=== cla_nibble_seq_ctrl ===
### Routed metal, one colour a layer, cla_nibble_seq_ctrl

The bar under the picture is 20 um long.
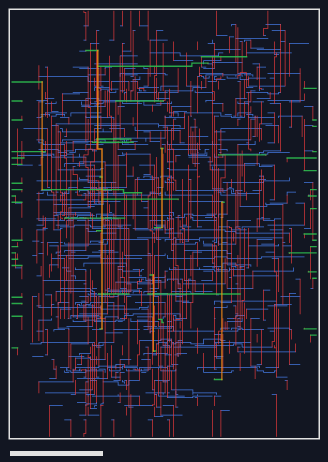

## config.mk

```make
export PLATFORM = sky130hd
export DESIGN_NAME = cla_nibble_seq_ctrl
export DESIGN_NICKNAME = d
export VERILOG_FILES = /design/src/rtl/cla_nibble_seq_ctrl.sv
export SDC_FILE = /design/constraint.sdc
export NUM_CORES = 1
export LEC_CHECK = 0
export CORE_ASPECT_RATIO = 1.4
export CORE_UTILIZATION = 52
export CTS_BUF_LIST = sky130_fd_sc_hd__clkbuf_16
export DETAILED_ROUTE_END_ITERATION = 10
export HOLD_SLACK_MARGIN = 0.08
export PLACE_DENSITY = 0.8
export SLEW_MARGIN = 15
export SYNTH_ARGS = -nofsm -noshare
export SYNTH_HDL_FRONTEND = slang
export SYNTH_SLANG_ARGS = --single-unit
```

## constraint.sdc

```tcl
create_clock -name clk -period 2.65 [get_ports clk]
set_input_delay 0.53 -clock clk [delete_from_list [all_inputs] [get_ports clk]]
set_output_delay 0.53 -clock clk [all_outputs]
set_load 0.01 [all_outputs]
```

## src/rtl/cla_nibble_seq_ctrl.sv

```systemverilog
`default_nettype none
// ============================================================================
//  Module      : cla_nibble_seq_ctrl
//  Description : Multi-cycle add/subtract sequencer. A single 4-bit
//                carry-lookahead slice is reused across the WIDTH-bit operands,
//                one nibble per clock, LSB nibble first, with the slice carry
//                held in a register between nibbles.
//  Revision    : 1.0  initial release
// ============================================================================
module cla_nibble_seq_ctrl #(
    parameter int WIDTH = 16
) (
    input  logic             clk,
    input  logic             rst,
    input  logic             start,
    input  logic             sub,
    input  logic             cin,
    input  logic [WIDTH-1:0] a,
    input  logic [WIDTH-1:0] b,
    output logic             ready,
    output logic             done,
    output logic [WIDTH-1:0] sum,
    output logic             cout,
    output logic             ovf
);

    localparam int NIB   = WIDTH / 4;
    localparam int IDX_W = (NIB > 1) ? $clog2(NIB) : 1;
    localparam logic [IDX_W-1:0] IDX_LAST = IDX_W'(NIB - 1);

    typedef enum logic [1:0] {
        IDLE = 2'd0,
        RUN  = 2'd1,
        DONE = 2'd2
    } state_t;

    state_t state;
    state_t state_next;

    // Operand registers shift right one nibble per step so the slice always
    // reads the low nibble; B is stored pre-inverted for subtraction.
    logic [WIDTH-1:0]   a_reg;
    logic [WIDTH-1:0]   b_reg;
    logic               carry_reg;
    logic [IDX_W-1:0]   idx;
    // Completed nibbles collect here (newest at the top) until the last step.
    logic [WIDTH-5:0]   shadow;

    logic               accept;
    logic               step;
    logic               last;

    logic [3:0]         x;
    logic [3:0]         y;
    logic [3:0]         g;
    logic [3:0]         p;
    wire  [3:0]         c;
    logic [3:0]         nib_sum;

    // Carry-lookahead slice on the current nibble
    assign x = a_reg[3:0];
    assign y = b_reg[3:0];
    assign g = x & y;
    assign p = x | y;
    assign c[0] = g[0] | (p[0] & carry_reg);

    for (genvar k = 1; k < 4; k++) begin : g_carry
        assign c[k] = g[k] | (p[k] & c[k-1]);
    end

    assign nib_sum = x ^ y ^ {c[2:0], carry_reg};
    assign last    = (idx == IDX_LAST);

    // State register
    always_ff @(posedge clk or posedge rst) begin
        if (rst) begin
            state <= IDLE;
        end else begin
            state <= state_next;
        end
    end

    // Next-state decode and handshake outputs
    always_comb begin
        state_next = state;
        ready      = 1'b0;
        done       = 1'b0;
        accept     = 1'b0;
        step       = 1'b0;
        case (state)
            IDLE: begin
                ready = 1'b1;
                if (start) begin
                    accept     = 1'b1;
                    state_next = RUN;
                end
            end
            RUN: begin
                step = 1'b1;
                if (last) begin
                    state_next = DONE;
                end
            end
            DONE: begin
                done       = 1'b1;
                state_next = IDLE;
            end
            default: begin
                state_next = IDLE;
            end
        endcase
    end

    // Operand capture and per-nibble datapath advance
    always_ff @(posedge clk or posedge rst) begin
        if (rst) begin
            a_reg     <= '0;
            b_reg     <= '0;
            carry_reg <= 1'b0;
            idx       <= '0;
            shadow    <= '0;
        end else if (accept) begin
            a_reg     <= a;
            b_reg     <= sub ? ~b : b;
            carry_reg <= sub ? ~cin : cin;
            idx       <= '0;
        end else if (step) begin
            a_reg     <= a_reg >> 4;
            b_reg     <= b_reg >> 4;
            carry_reg <= c[3];
            shadow    <= (WIDTH-4)'({nib_sum, shadow} >> 4);
            idx       <= last ? '0 : idx + 1'b1;
        end
    end

    // Result registers: updated only when the final nibble completes
    always_ff @(posedge clk or posedge rst) begin
        if (rst) begin
            sum  <= '0;
            cout <= 1'b0;
            ovf  <= 1'b0;
        end else if (step && last) begin
            sum  <= {nib_sum, shadow};
            cout <= c[3];
            ovf  <= c[3] ^ c[2];
        end
    end

endmodule
`default_nettype wire

```

=== multi_mode_ff_bank ===
### src/rtl/multi_mode_ff_bank.sv
// Three parallel WIDTH-bit flip-flop banks (D, T, JK) with a registered, mode-selected output,
// a change-detect strobe and, when CHANGE_COUNT_EN is defined, a saturating change counter.
module multi_mode_ff_bank #(
  parameter int WIDTH = 8,
  parameter int CNT_W = 16
) (
  input  logic             CLK,
  input  logic             RESET,
  input  logic             EN,
  input  logic             LOAD,
  input  logic [WIDTH-1:0] LOAD_VAL,
  input  logic [WIDTH-1:0] D_IN,
  input  logic [WIDTH-1:0] T_IN,
  input  logic [WIDTH-1:0] J_IN,
  input  logic [WIDTH-1:0] K_IN,
  input  logic [1:0]       SEL,
  output logic [WIDTH-1:0] T,
  output logic             CHG,
  output logic [CNT_W-1:0] CHG_CNT
);

  logic [WIDTH-1:0] qd_q, qd_d;
  logic [WIDTH-1:0] qt_q, qt_d;
  logic [WIDTH-1:0] qjk_q, qjk_d;
  logic [WIDTH-1:0] t_q, t_d;
  logic             chg_pend_q, chg_pend_d;
  logic             chg_q, chg_d;

  always_comb begin
    qd_d  = qd_q;
    qt_d  = qt_q;
    qjk_d = qjk_q;
    if (LOAD) begin
      qd_d  = LOAD_VAL;
      qt_d  = LOAD_VAL;
      qjk_d = LOAD_VAL;
    end else if (EN) begin
      qd_d  = D_IN;
      qt_d  = qt_q ^ T_IN;
      // JK characteristic equation: Q+ = J & ~Q | ~K & Q
      qjk_d = (J_IN & ~qjk_q) | (~K_IN & qjk_q);
    end
  end

  // Output mux reads the banks as they were before the edge
  always_comb begin
    t_d = qd_q;
    unique case (SEL)
      2'b00:   t_d = qd_q;
      2'b01:   t_d = qt_q;
      2'b10:   t_d = qjk_q;
      default: t_d = qd_q ^ qt_q ^ qjk_q;
    endcase
  end

  // A change of T is noted on the edge it happens and strobed on the following edge
  always_comb begin
    chg_pend_d = (t_d != t_q);
    chg_d      = chg_pend_q;
  end

  always_ff @(posedge CLK) begin
    if (RESET) begin
      qd_q       <= '0;
      qt_q       <= '0;
      qjk_q      <= '0;
      t_q        <= '0;
      chg_pend_q <= 1'b0;
      chg_q      <= 1'b0;
    end else begin
      qd_q       <= qd_d;
      qt_q       <= qt_d;
      qjk_q      <= qjk_d;
      t_q        <= t_d;
      chg_pend_q <= chg_pend_d;
      chg_q      <= chg_d;
    end
  end

  assign T   = t_q;
  assign CHG = chg_q;

`ifdef CHANGE_COUNT_EN
  logic [CNT_W-1:0] cnt_q, cnt_d;

  always_comb begin
    cnt_d = cnt_q;
    if (chg_q && (cnt_q != {CNT_W{1'b1}})) begin
      cnt_d = cnt_q + CNT_W'(1);
    end
  end

  always_ff @(posedge CLK) begin
    if (RESET) begin
      cnt_q <= '0;
    end else begin
      cnt_q <= cnt_d;
    end
  end

  assign CHG_CNT = cnt_q;
`else
  assign CHG_CNT = '0;
`endif

endmodule

### config.mk
export PLATFORM = sky130hd
export DESIGN_NAME = multi_mode_ff_bank
export DESIGN_NICKNAME = d
export VERILOG_FILES = /design/src/rtl/multi_mode_ff_bank.sv
export SDC_FILE = /design/constraint.sdc
export NUM_CORES = 1
export LEC_CHECK = 0
export CORE_MARGIN = 4
export CORE_UTILIZATION = 46
export CTS_CLUSTER_SIZE = 10
export DETAILED_ROUTE_END_ITERATION = 8
export PLACE_DENSITY = 0.87
export SLEW_MARGIN = 30
export SYNTH_ARGS = -nofsm -noshare
export SYNTH_HDL_FRONTEND = slang
export SYNTH_SLANG_ARGS = --single-unit
### constraint.sdc
create_clock -name CLK -period 1.85 [get_ports CLK]
set_clock_uncertainty 0.1 [all_clocks]
set_input_delay 0.2775 -clock CLK [delete_from_list [all_inputs] [get_ports CLK]]
set_output_delay 0.2775 -clock CLK [all_outputs]
set_load 0.01 [all_outputs]

==> layout pictures side by side <==
Cells by drive strength.
The bar under the picture is 20 um long.
image #1
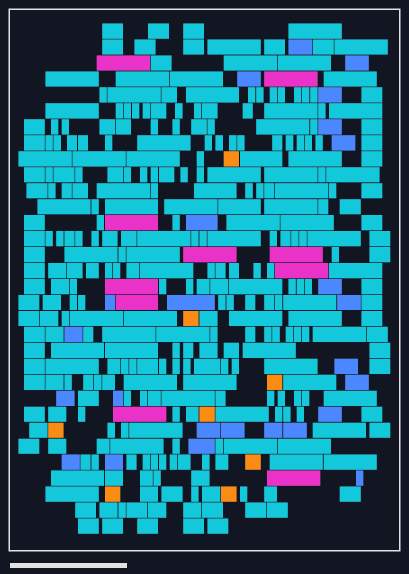
image #2
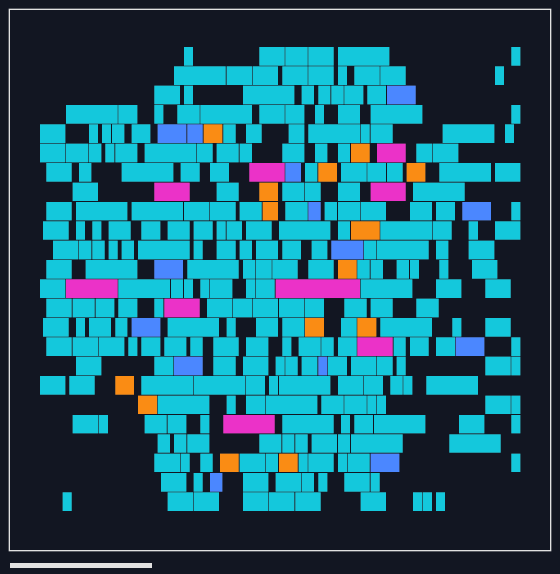
The one with the most cells is image #1.
| picture | from |
|---|---|
| image #2 | multi_mode_ff_bank |
| image #1 | cla_nibble_seq_ctrl |

Key to image #2:
blue -> drive 2  # cells 14, share 4.5%, most used mux2_2
orange -> drive 3 to 4  # cells 14, share 4.5%, most used buf_4
cyan -> drive 1 or less  # cells 273, share 88%, most used clkdlybuf4s50_1
magenta -> drive 6 and up  # cells 9, share 2.9%, most used clkbuf_8

### Port wiring, cla_nibble_seq_ctrl

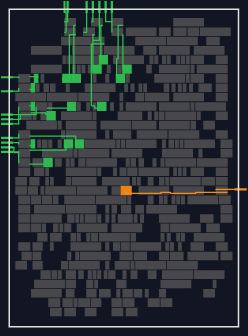
green -> a  # bits 16, direction input, edge 9 left, 7 top, end cells 16, wire 243 um
orange -> cin  # bits 1, direction input, edge right, end cells 1, wire 37.1 um

## Picture notes: 'Routed metal, one colour a layer' of cla_nibble_seq_ctrl
orange -> met4  # wire length 155 um
blue -> met1  # wire length 2380 um
green -> met3  # wire length 235 um
red -> met2  # wire length 2950 um

==> impl_metrics.json, cla_nibble_seq_ctrl <==
{
  "status": "finished clean",
  "p_leak_nw": 1.82,
  "synthesis.instances": 292,
  "synth_top_cell_by_area": "dfrtp_1",
  "grt_pass1_vias": 2214,
  "top_cells_by_count": "nand2_1, dfrtp_1, nor2_1",
  "cts_tree": "yes",
  "r2r_end": "sum[15]",
  "ys_ff": 67,
  "setup.worst_path.start": "a_reg[0]",
  "synth_cell_types": 28,
  "hpwl_um": 3830,
  "comb_power_mw": 1.81,
  "wl_um": 5730,
  "worstSetupPathType": "reg -> reg",
  "grt_busiest_layer": "met2"
}
[cla_nibble_seq_ctrl: worst max-delay path, stage by stage, from the launching register on]
cell,delay [ps]
dfrtp_1,350
inv_1,70
fa_1,430
fa_1,380
fa_1,440
fa_2,550
o21ai_0,100
[cla_nibble_seq_ctrl: cell families after synthesis]
family / count (synthesis) / share of synthesized area (%)
simple gates: 118 / 16.1
flops: 67 / 55.7
compound gates: 42 / 9.86
buf+inv: 30 / 5.53
xor+xnor: 18 / 5.24
mux: 12 / 4.49
fa+ha+maj: 5 / 3.08
### Port wiring, multi_mode_ff_bank

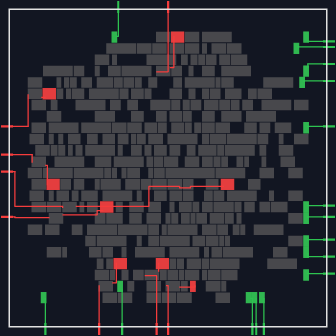
green -> CHG_CNT  # bits 16, direction output, edge 10 right, 5 bottom, 1 top, end cells 16, wire 86.1 um
red -> K_IN  # bits 8, direction input, edge 4 left, 3 bottom, 1 top, end cells 8, wire 177 um

==> impl_metrics.json, multi_mode_ff_bank <==
{
  "grt_pass1_vias": 1867,
  "portBuffers": 54,
  "p_int_mw": 1.35,
  "synth_area_um2": 2120,
  "timing.critical_path.to": "chg_d",
  "p_leak_nw": 1.17,
  "ctsHoldBuffers": 0,
  "drtPass1Iterations": 4,
  "p_seq_mw": 0.860,
  "xor_area_share_pct": 3.31,
  "drv_cap": 0,
  "clk_path_buf_depth": 2,
  "regArea_um2": 681,
  "hpwl_um": 3730,
  "status": "finished clean",
  "fin_area_um2": 2820,
  "place_inst": 351,
  "hold_depth": 1,
  "synth.area.top_cells": "dfxtp_1, a21oi_1, buf_4",
  "antenna_cells": 0,
  "root_buffer": "clkbuf_8",
  "crit_slowest_cell": "dfxtp_1",
  "yosys.area_share.simple_pct": 16.1,
  "antenna_found_initial": 0,
  "hold_class": "reg -> reg",
  "final_max_slew_viol_count": 0,
  "routed.top_layer": "met4",
  "num-nets-final": 356,
  "nFillCells": 374,
  "hold_viol": 0,
  "dp_slack_ps": -364,
  "mostFrequentLayoutCell": "clkdlybuf4s50_1",
  "routed-wl-met2_um": 2470,
  "rr_startpoint": "qjk_q[3]",
  "grt_pass1_wl_um": 8290,
  "worstSetupPathType": "reg -> reg",
  "ys_cells": 249,
  "top_area_share_pct": 32.1,
  "die_area_um2": 5750,
  "powerClk_mw": 0.506,
  "synth_warnings": 0
}
==> multi_mode_ff_bank: cell type report <==
cell class                      count  area share [%]
Inverter                           11            1.55
Timing Repair Buffer               71            25.3
Tap cell                           52            2.31
Clock buffer                        7            2.71
Sequential cell                    34            24.1
Multi-Input combinational cell    187            44.0
==> multi_mode_ff_bank: cells in the mapped netlist, types with 5 or more instances <==
cell	instances
inv_1	9
nor2_1	16
xnor2_1	8
buf_4	17
and3_1	5
o22a_1	7
nand2_1	13
a21oi_1	31
dfxtp_1	34
clkbuf_1	10
o21a_1	16
a311oi_1	7
mux2_2	8

=== booth_mult ===
### Sequential cells coloured by netlist name, booth_mult

The bar under the picture is 20 um long. Other sequential cells in the stronger grey, the rest of the logic in the fainter grey.
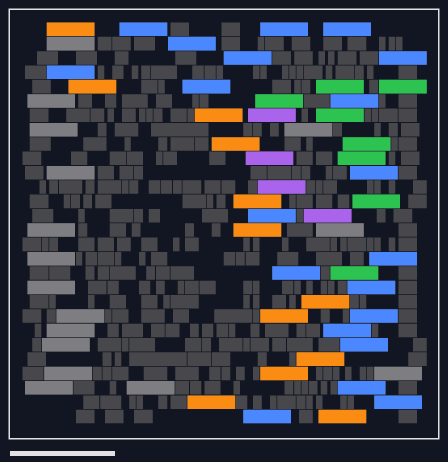

$ cat src/rtl/booth_mult.sv
// ============================================================================
// Module      : booth_mult
// Description : Sequential signed radix-2 Booth multiplier, one step per clock.
// Revision    : 1.0 - initial release
// ============================================================================
`default_nettype none

module booth_mult #(
   parameter  int A_W = 12,
   parameter  int B_W = 8,
   localparam int P_W = A_W + B_W
) (
   input  logic                  clk,
   input  logic                  rst,
   input  logic                  start,
   input  logic [A_W-1:0]        a,
   input  logic [B_W-1:0]        b,
   output logic                  busy,
   output logic                  done,
   output logic signed [P_W-1:0] p
);

   localparam int                 C_CNT_W = $clog2(B_W + 1);
   localparam logic [C_CNT_W-1:0] C_LAST  = C_CNT_W'(B_W - 1);

   typedef enum logic [0:0] {
      S_IDLE = 1'b0,
      S_RUN  = 1'b1
   } state_t;

   state_t             r_state, w_state_nxt;
   logic [A_W:0]       r_a, w_a_nxt;
   logic [B_W-1:0]     r_q, w_q_nxt;
   logic               r_q1, w_q1_nxt;
   logic [A_W:0]       r_m, w_m_nxt;
   logic [C_CNT_W-1:0] r_cnt, w_cnt_nxt;
   logic [P_W-1:0]     r_p, w_p_nxt;
   logic               r_done, w_done_nxt;
   logic               r_busy, w_busy_nxt;

   logic [A_W:0]       w_a_step;
   logic [A_W:0]       w_a_sh;
   logic [B_W-1:0]     w_q_sh;
   logic               w_q1_sh;

   // One Booth step on the working register: add/sub M, then arithmetic shift.
   always_comb begin
      w_a_step = r_a;
      case ({r_q[0], r_q1})
         2'b01:   w_a_step = r_a + r_m;
         2'b10:   w_a_step = r_a - r_m;
         default: w_a_step = r_a;
      endcase
      w_a_sh  = {w_a_step[A_W], w_a_step[A_W:1]};
      w_q_sh  = {w_a_step[0], r_q[B_W-1:1]};
      w_q1_sh = r_q[0];
   end

   always_comb begin
      w_state_nxt = r_state;
      w_a_nxt     = r_a;
      w_q_nxt     = r_q;
      w_q1_nxt    = r_q1;
      w_m_nxt     = r_m;
      w_cnt_nxt   = r_cnt;
      w_p_nxt     = r_p;
      w_done_nxt  = 1'b0;
      w_busy_nxt  = r_busy;
      case (r_state)
         S_IDLE: begin
            if (start) begin
               w_a_nxt     = '0;
               w_q_nxt     = b;
               w_q1_nxt    = 1'b0;
               w_m_nxt     = {a[A_W-1], a};
               w_cnt_nxt   = '0;
               w_busy_nxt  = 1'b1;
               w_state_nxt = S_RUN;
            end
         end
         S_RUN: begin
            w_a_nxt   = w_a_sh;
            w_q_nxt   = w_q_sh;
            w_q1_nxt  = w_q1_sh;
            w_cnt_nxt = r_cnt + 1'b1;
            if (r_cnt == C_LAST) begin
               // The product fits in P_W bits, so the top accumulator bit is dropped.
               w_p_nxt     = {w_a_sh[A_W-1:0], w_q_sh};
               w_done_nxt  = 1'b1;
               w_busy_nxt  = 1'b0;
               w_state_nxt = S_IDLE;
            end
         end
         default: begin
            w_state_nxt = S_IDLE;
            w_busy_nxt  = 1'b0;
         end
      endcase
   end

   always_ff @(posedge clk or negedge rst) begin
      if (!rst) begin
         r_state <= S_IDLE;
         r_a     <= '0;
         r_q     <= '0;
         r_q1    <= 1'b0;
         r_m     <= '0;
         r_cnt   <= '0;
         r_p     <= '0;
         r_done  <= 1'b0;
         r_busy  <= 1'b0;
      end else begin
         r_state <= w_state_nxt;
         r_a     <= w_a_nxt;
         r_q     <= w_q_nxt;
         r_q1    <= w_q1_nxt;
         r_m     <= w_m_nxt;
         r_cnt   <= w_cnt_nxt;
         r_p     <= w_p_nxt;
         r_done  <= w_done_nxt;
         r_busy  <= w_busy_nxt;
      end
   end

   assign busy = r_busy;
   assign done = r_done;
   assign p    = r_p;

endmodule

`default_nettype wire

$ cat config.mk
export PLATFORM = sky130hd
export DESIGN_NAME = booth_mult
export DESIGN_NICKNAME = d
export VERILOG_FILES = /design/src/rtl/booth_mult.sv
export SDC_FILE = /design/constraint.sdc
export NUM_CORES = 1
export LEC_CHECK = 0
export CAP_MARGIN = 40
export CORE_MARGIN = 2
export CORE_UTILIZATION = 55
export DETAILED_ROUTE_END_ITERATION = 8
export MAX_ROUTING_LAYER = met4
export PLACE_DENSITY_LB_ADDON = 0.15
export SKIP_CTS_REPAIR_TIMING = 1
export SLEW_MARGIN = 40
export SYNTH_ARGS = -nofsm -noshare
export SYNTH_HDL_FRONTEND = slang
export SYNTH_SLANG_ARGS = --single-unit
$ cat constraint.sdc
create_clock -name clk -period 4.3 [get_ports clk]
set_clock_uncertainty 0.2 [all_clocks]
set_input_delay 0.86 -clock clk [delete_from_list [all_inputs] [get_ports clk]]
set_output_delay 0.86 -clock clk [all_outputs]
set_load 0.005 [all_outputs]
=== lc3_bus_gate_ctrl ===
==> config.mk <==
export PLATFORM = sky130hd
export DESIGN_NAME = lc3_bus_gate_ctrl
export DESIGN_NICKNAME = d
export VERILOG_FILES = /design/src/rtl/lc3_bus_gate_ctrl.sv
export SDC_FILE = /design/constraint.sdc
export NUM_CORES = 1
export LEC_CHECK = 0
export CAP_MARGIN = 20
export CORE_MARGIN = 2
export CORE_UTILIZATION = 32
export DETAILED_ROUTE_END_ITERATION = 10
export GPL_ROUTABILITY_DRIVEN = 0
export PLACE_DENSITY = 0.74
export SLEW_MARGIN = 25
export SYNTH_ARGS = -nofsm -noshare
export SYNTH_HDL_FRONTEND = slang
export SYNTH_SLANG_ARGS = --single-unit
==> constraint.sdc <==
create_clock -name clk -period 3.3 [get_ports clk]
set_input_delay 0.66 -clock clk [delete_from_list [all_inputs] [get_ports clk]]
set_output_delay 0.66 -clock clk [all_outputs]
set_load 0.02 [all_outputs]
==> src/rtl/lc3_bus_gate_ctrl.sv <==
// Bus gate controller for the LC-3 tristate_b drivers: priority grant, break-before-make
// turnaround, contention flag and a registered bus word. Optional macro: BUS_KEEPER_EN.
module lc3_bus_gate_ctrl #(
    parameter int unsigned NUM_SRC  = 4,
    parameter int unsigned WIDTH    = 16,
    parameter int unsigned TURN_CYC = 1
) (
    input  logic                       clk,
    input  logic                       rst_n,
    input  logic [NUM_SRC-1:0]         gate_req,
    input  logic [NUM_SRC*WIDTH-1:0]   src_data,
    input  logic                       clr_err,
    output logic [NUM_SRC-1:0]         sel,
    output logic [$clog2(NUM_SRC)-1:0] grant_idx,
    output logic                       bus_valid,
    output logic [WIDTH-1:0]           bus_data,
    output logic                       contention
);

    localparam int unsigned IdxW = $clog2(NUM_SRC);
    localparam int unsigned CntW = $clog2(TURN_CYC + 1);

    typedef enum logic [1:0] {StIdle, StDrive, StTurn} state_e;

    state_e            state_q, state_d;
    logic [IdxW-1:0]   grant_q, grant_d;
    logic [CntW-1:0]   cnt_q, cnt_d;
    logic [NUM_SRC-1:0] sel_q, sel_d;
    logic              valid_q;
    logic [WIDTH-1:0]  data_q, data_d;
    logic              cont_q, cont_d;
    logic [IdxW-1:0]   winner;
    logic              any_req;
    logic              capture;

    // Scan downward so the lowest-index request wins.
    always_comb begin
        any_req = |gate_req;
        winner  = '0;
        for (int i = NUM_SRC - 1; i >= 0; i--) begin
            if (gate_req[i]) winner = IdxW'(i);
        end
    end

    always_comb begin
        state_d = state_q;
        grant_d = grant_q;
        cnt_d   = cnt_q;
        unique case (state_q)
            StIdle: begin
                if (any_req) begin
                    state_d = StDrive;
                    grant_d = winner;
                end
            end
            StDrive: begin
                // Owner keeps the bus until it drops its own request; no preemption.
                if (!gate_req[grant_q]) begin
                    state_d = StTurn;
                    cnt_d   = CntW'(TURN_CYC);
                end
            end
            StTurn: begin
                cnt_d = cnt_q - CntW'(1);
                if (cnt_q <= CntW'(1)) begin
                    cnt_d = '0;
                    if (any_req) begin
                        state_d = StDrive;
                        grant_d = winner;
                    end else begin
                        state_d = StIdle;
                    end
                end
            end
            default: state_d = StIdle;
        endcase
    end

    always_comb begin
        sel_d = '0;
        if (state_d == StDrive) sel_d[grant_d] = 1'b1;
    end

    // Word is captured only while the same driver stays enabled, so it lags sel by a cycle.
    assign capture = (state_q == StDrive) && (state_d == StDrive);

    always_comb begin
        if (capture) begin
            data_d = src_data[grant_q*WIDTH +: WIDTH];
        end else begin
`ifdef BUS_KEEPER_EN
            data_d = data_q;
`else
            data_d = '0;
`endif
        end
    end

    // A new contention event beats a simultaneous clear.
    always_comb begin
        cont_d = cont_q;
        if ($countones(gate_req) > 1) cont_d = 1'b1;
        else if (clr_err)             cont_d = 1'b0;
    end

    always_ff @(posedge clk or negedge rst_n) begin
        if (!rst_n) begin
            state_q <= StIdle;
            grant_q <= '0;
            cnt_q   <= '0;
            sel_q   <= '0;
            valid_q <= 1'b0;
            data_q  <= '0;
            cont_q  <= 1'b0;
        end else begin
            state_q <= state_d;
            grant_q <= grant_d;
            cnt_q   <= cnt_d;
            sel_q   <= sel_d;
            valid_q <= (state_d == StDrive);
            data_q  <= data_d;
            cont_q  <= cont_d;
        end
    end

    assign sel        = sel_q;
    assign grant_idx  = grant_q;
    assign bus_valid  = valid_q;
    assign bus_data   = data_q;
    assign contention = cont_q;

endmodule
### Clock nets, booth_mult

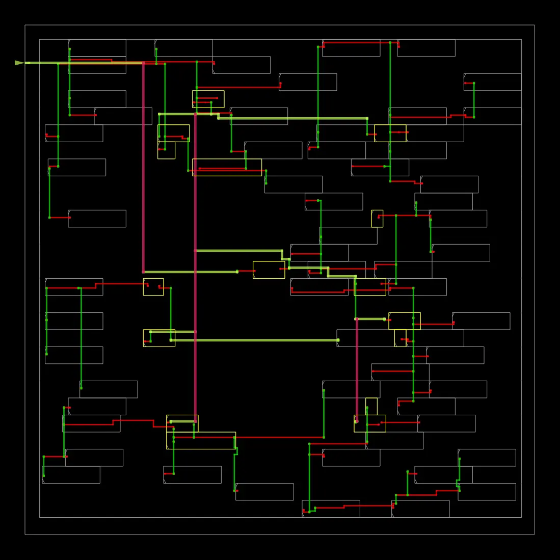
CTS buffer count: 9
clock latency (worst-skew pair): 340 ps
clkbuf count: 9

Notes on 'Sequential cells coloured by netlist name' of booth_mult above:
purple -> r_cnt  # sequential cells 4
green -> r_q  # sequential cells 8
blue -> p  # sequential cells 20
orange -> r_a  # sequential cells 12
not coloured = 16

==> impl_metrics.json, booth_mult <==
{
  "grt_busiest_layer": "met2",
  "grt_pass1_wl_um": 12200,
  "logic_gates": 258,
  "layout-drive-gt1-share_pct": 11.1,
  "hpwl_um": 5430,
  "buffer_area_share_pct": 12.0,
  "synth.area.top_cells": "dfrtp_1, nand2_1, ha_1",
  "synth_area_um2": 3280,
  "fp.dieH_um": 81.2,
  "r2r_end": "p[19]",
  "io_pins": 45,
  "cp_top_family": "simple AND/OR/NAND/NOR gates",
  "status": "finished clean",
  "min_period_over_period_pct": 82.4,
  "synthesis.instances": 344,
  "grt_use_met3_pct": 6.22,
  "routed-wl-met2_um": 3530,
  "ff_count": 60,
  "drv_cap": 0,
  "rr_startpoint": "r_m[3]",
  "fmax_mhz": 282
}
## booth_mult: flip-flops by register name, summed over array words and instances, names as in the netlist
name     flops
r_q          8
busy         1
r_m         12
r_state      1
done         1
r_cnt        4
p           20
r_a         12
r_q1         1
## booth_mult: logic make-up (layout without fill, tap and decap cells)
group,Yosys count,in the layout
DFF,60,60
buffers and inverters,26,78
and+or+nand+nor,117,117
AOI/OAI and AO/OA,83,83
adders and majority gates,16,16
xor gates and xnor gates,20,20
muxes,22,22
### Clock nets, lc3_bus_gate_ctrl

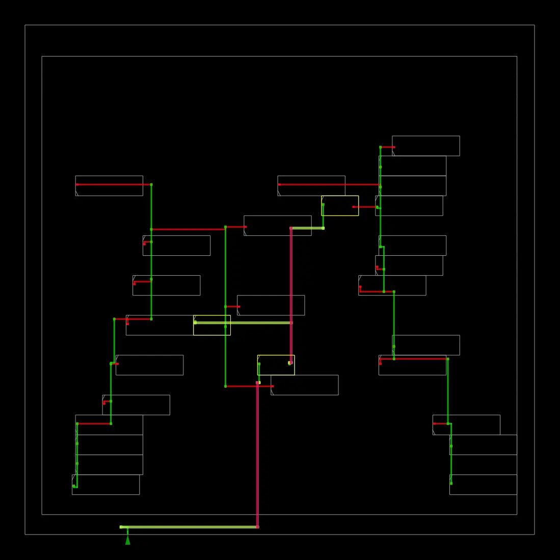
clk sinks: 26
seq_cells: 26
clk_skew: 5.65 ps
CTS buffer count: 3

==> impl_metrics.json, lc3_bus_gate_ctrl <==
{
  "status": "finished clean",
  "combGateArea_um2": 667,
  "ys_seq_share_pct": 47.3,
  "core_um2": 4060,
  "yosys.area_share.aoi_pct": 3.28,
  "drt_iter0_drc": 37,
  "regArea_um2": 651,
  "die_width_um": 69.6,
  "adder_share_pct": 2.37,
  "cts_setup_buffers": 0,
  "worst-path-buf-inv": 2,
  "yosys.area_share.simple_pct": 13.6,
  "final_cell_mix": "clkdlybuf4s50_1, dfrtp_1, mux4_2, nor2b_1",
  "hold_class": "reg -> reg",
  "n_all_inverters": 7,
  "fp_nets": 162,
  "grt_pass1_vias": 1198,
  "ctsHoldBuffers": 0,
  "mux_share_pct": 29.2,
  "ys_async_sr_fraction_pct": 100,
  "drv_cap": 0,
  "grt_busiest_layer": "met2",
  "fin_util_pct": 59.4,
  "required_ps": 3480,
  "wl_um": 3910,
  "root_buffer": "clkbuf_8"
}
lc3_bus_gate_ctrl: worst paths after layout:
kind	from	endpoint	slack [ps]	depth (start not counted)
worst max-delay path	gate_req[0]	sel[1]	960	7
worst min-delay path	state_q[1]	state_q[1]	440	1
max in group asynchronous	rst_n	bus_data[13]	2300	2
worst max register to register	grant_idx[0]	sel[3]	1610	5
min in group asynchronous	rst_n	bus_data[1]	760	2
worst min register to register	state_q[1]	state_q[1]	440	1
lc3_bus_gate_ctrl: sequential cells by signal (all words and copies together), names as in the netlist:
register / cells
bus_data: 16
bus_valid: 1
state_q: 2
contention: 1
grant_idx: 2
sel: 4

==> screenshots <==
Routed metal, one colour a layer.
The bar under the picture is 20 um long.
picture 1
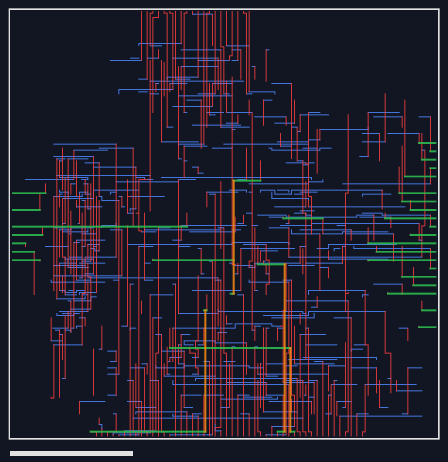
picture 2
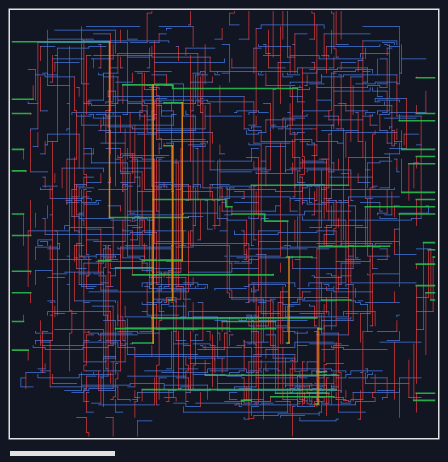
For booth_mult, see picture 2.
For lc3_bus_gate_ctrl, see picture 1.
Of these, largest die: picture 2
Of these, most wire: picture 2

Key to picture 1:
red -> met2  # wire length 2170 um
blue -> met1  # wire length 1440 um
green -> met3  # wire length 216 um
orange -> met4  # wire length 78.9 um


Power is estimated from default activity; no workload was simulated.
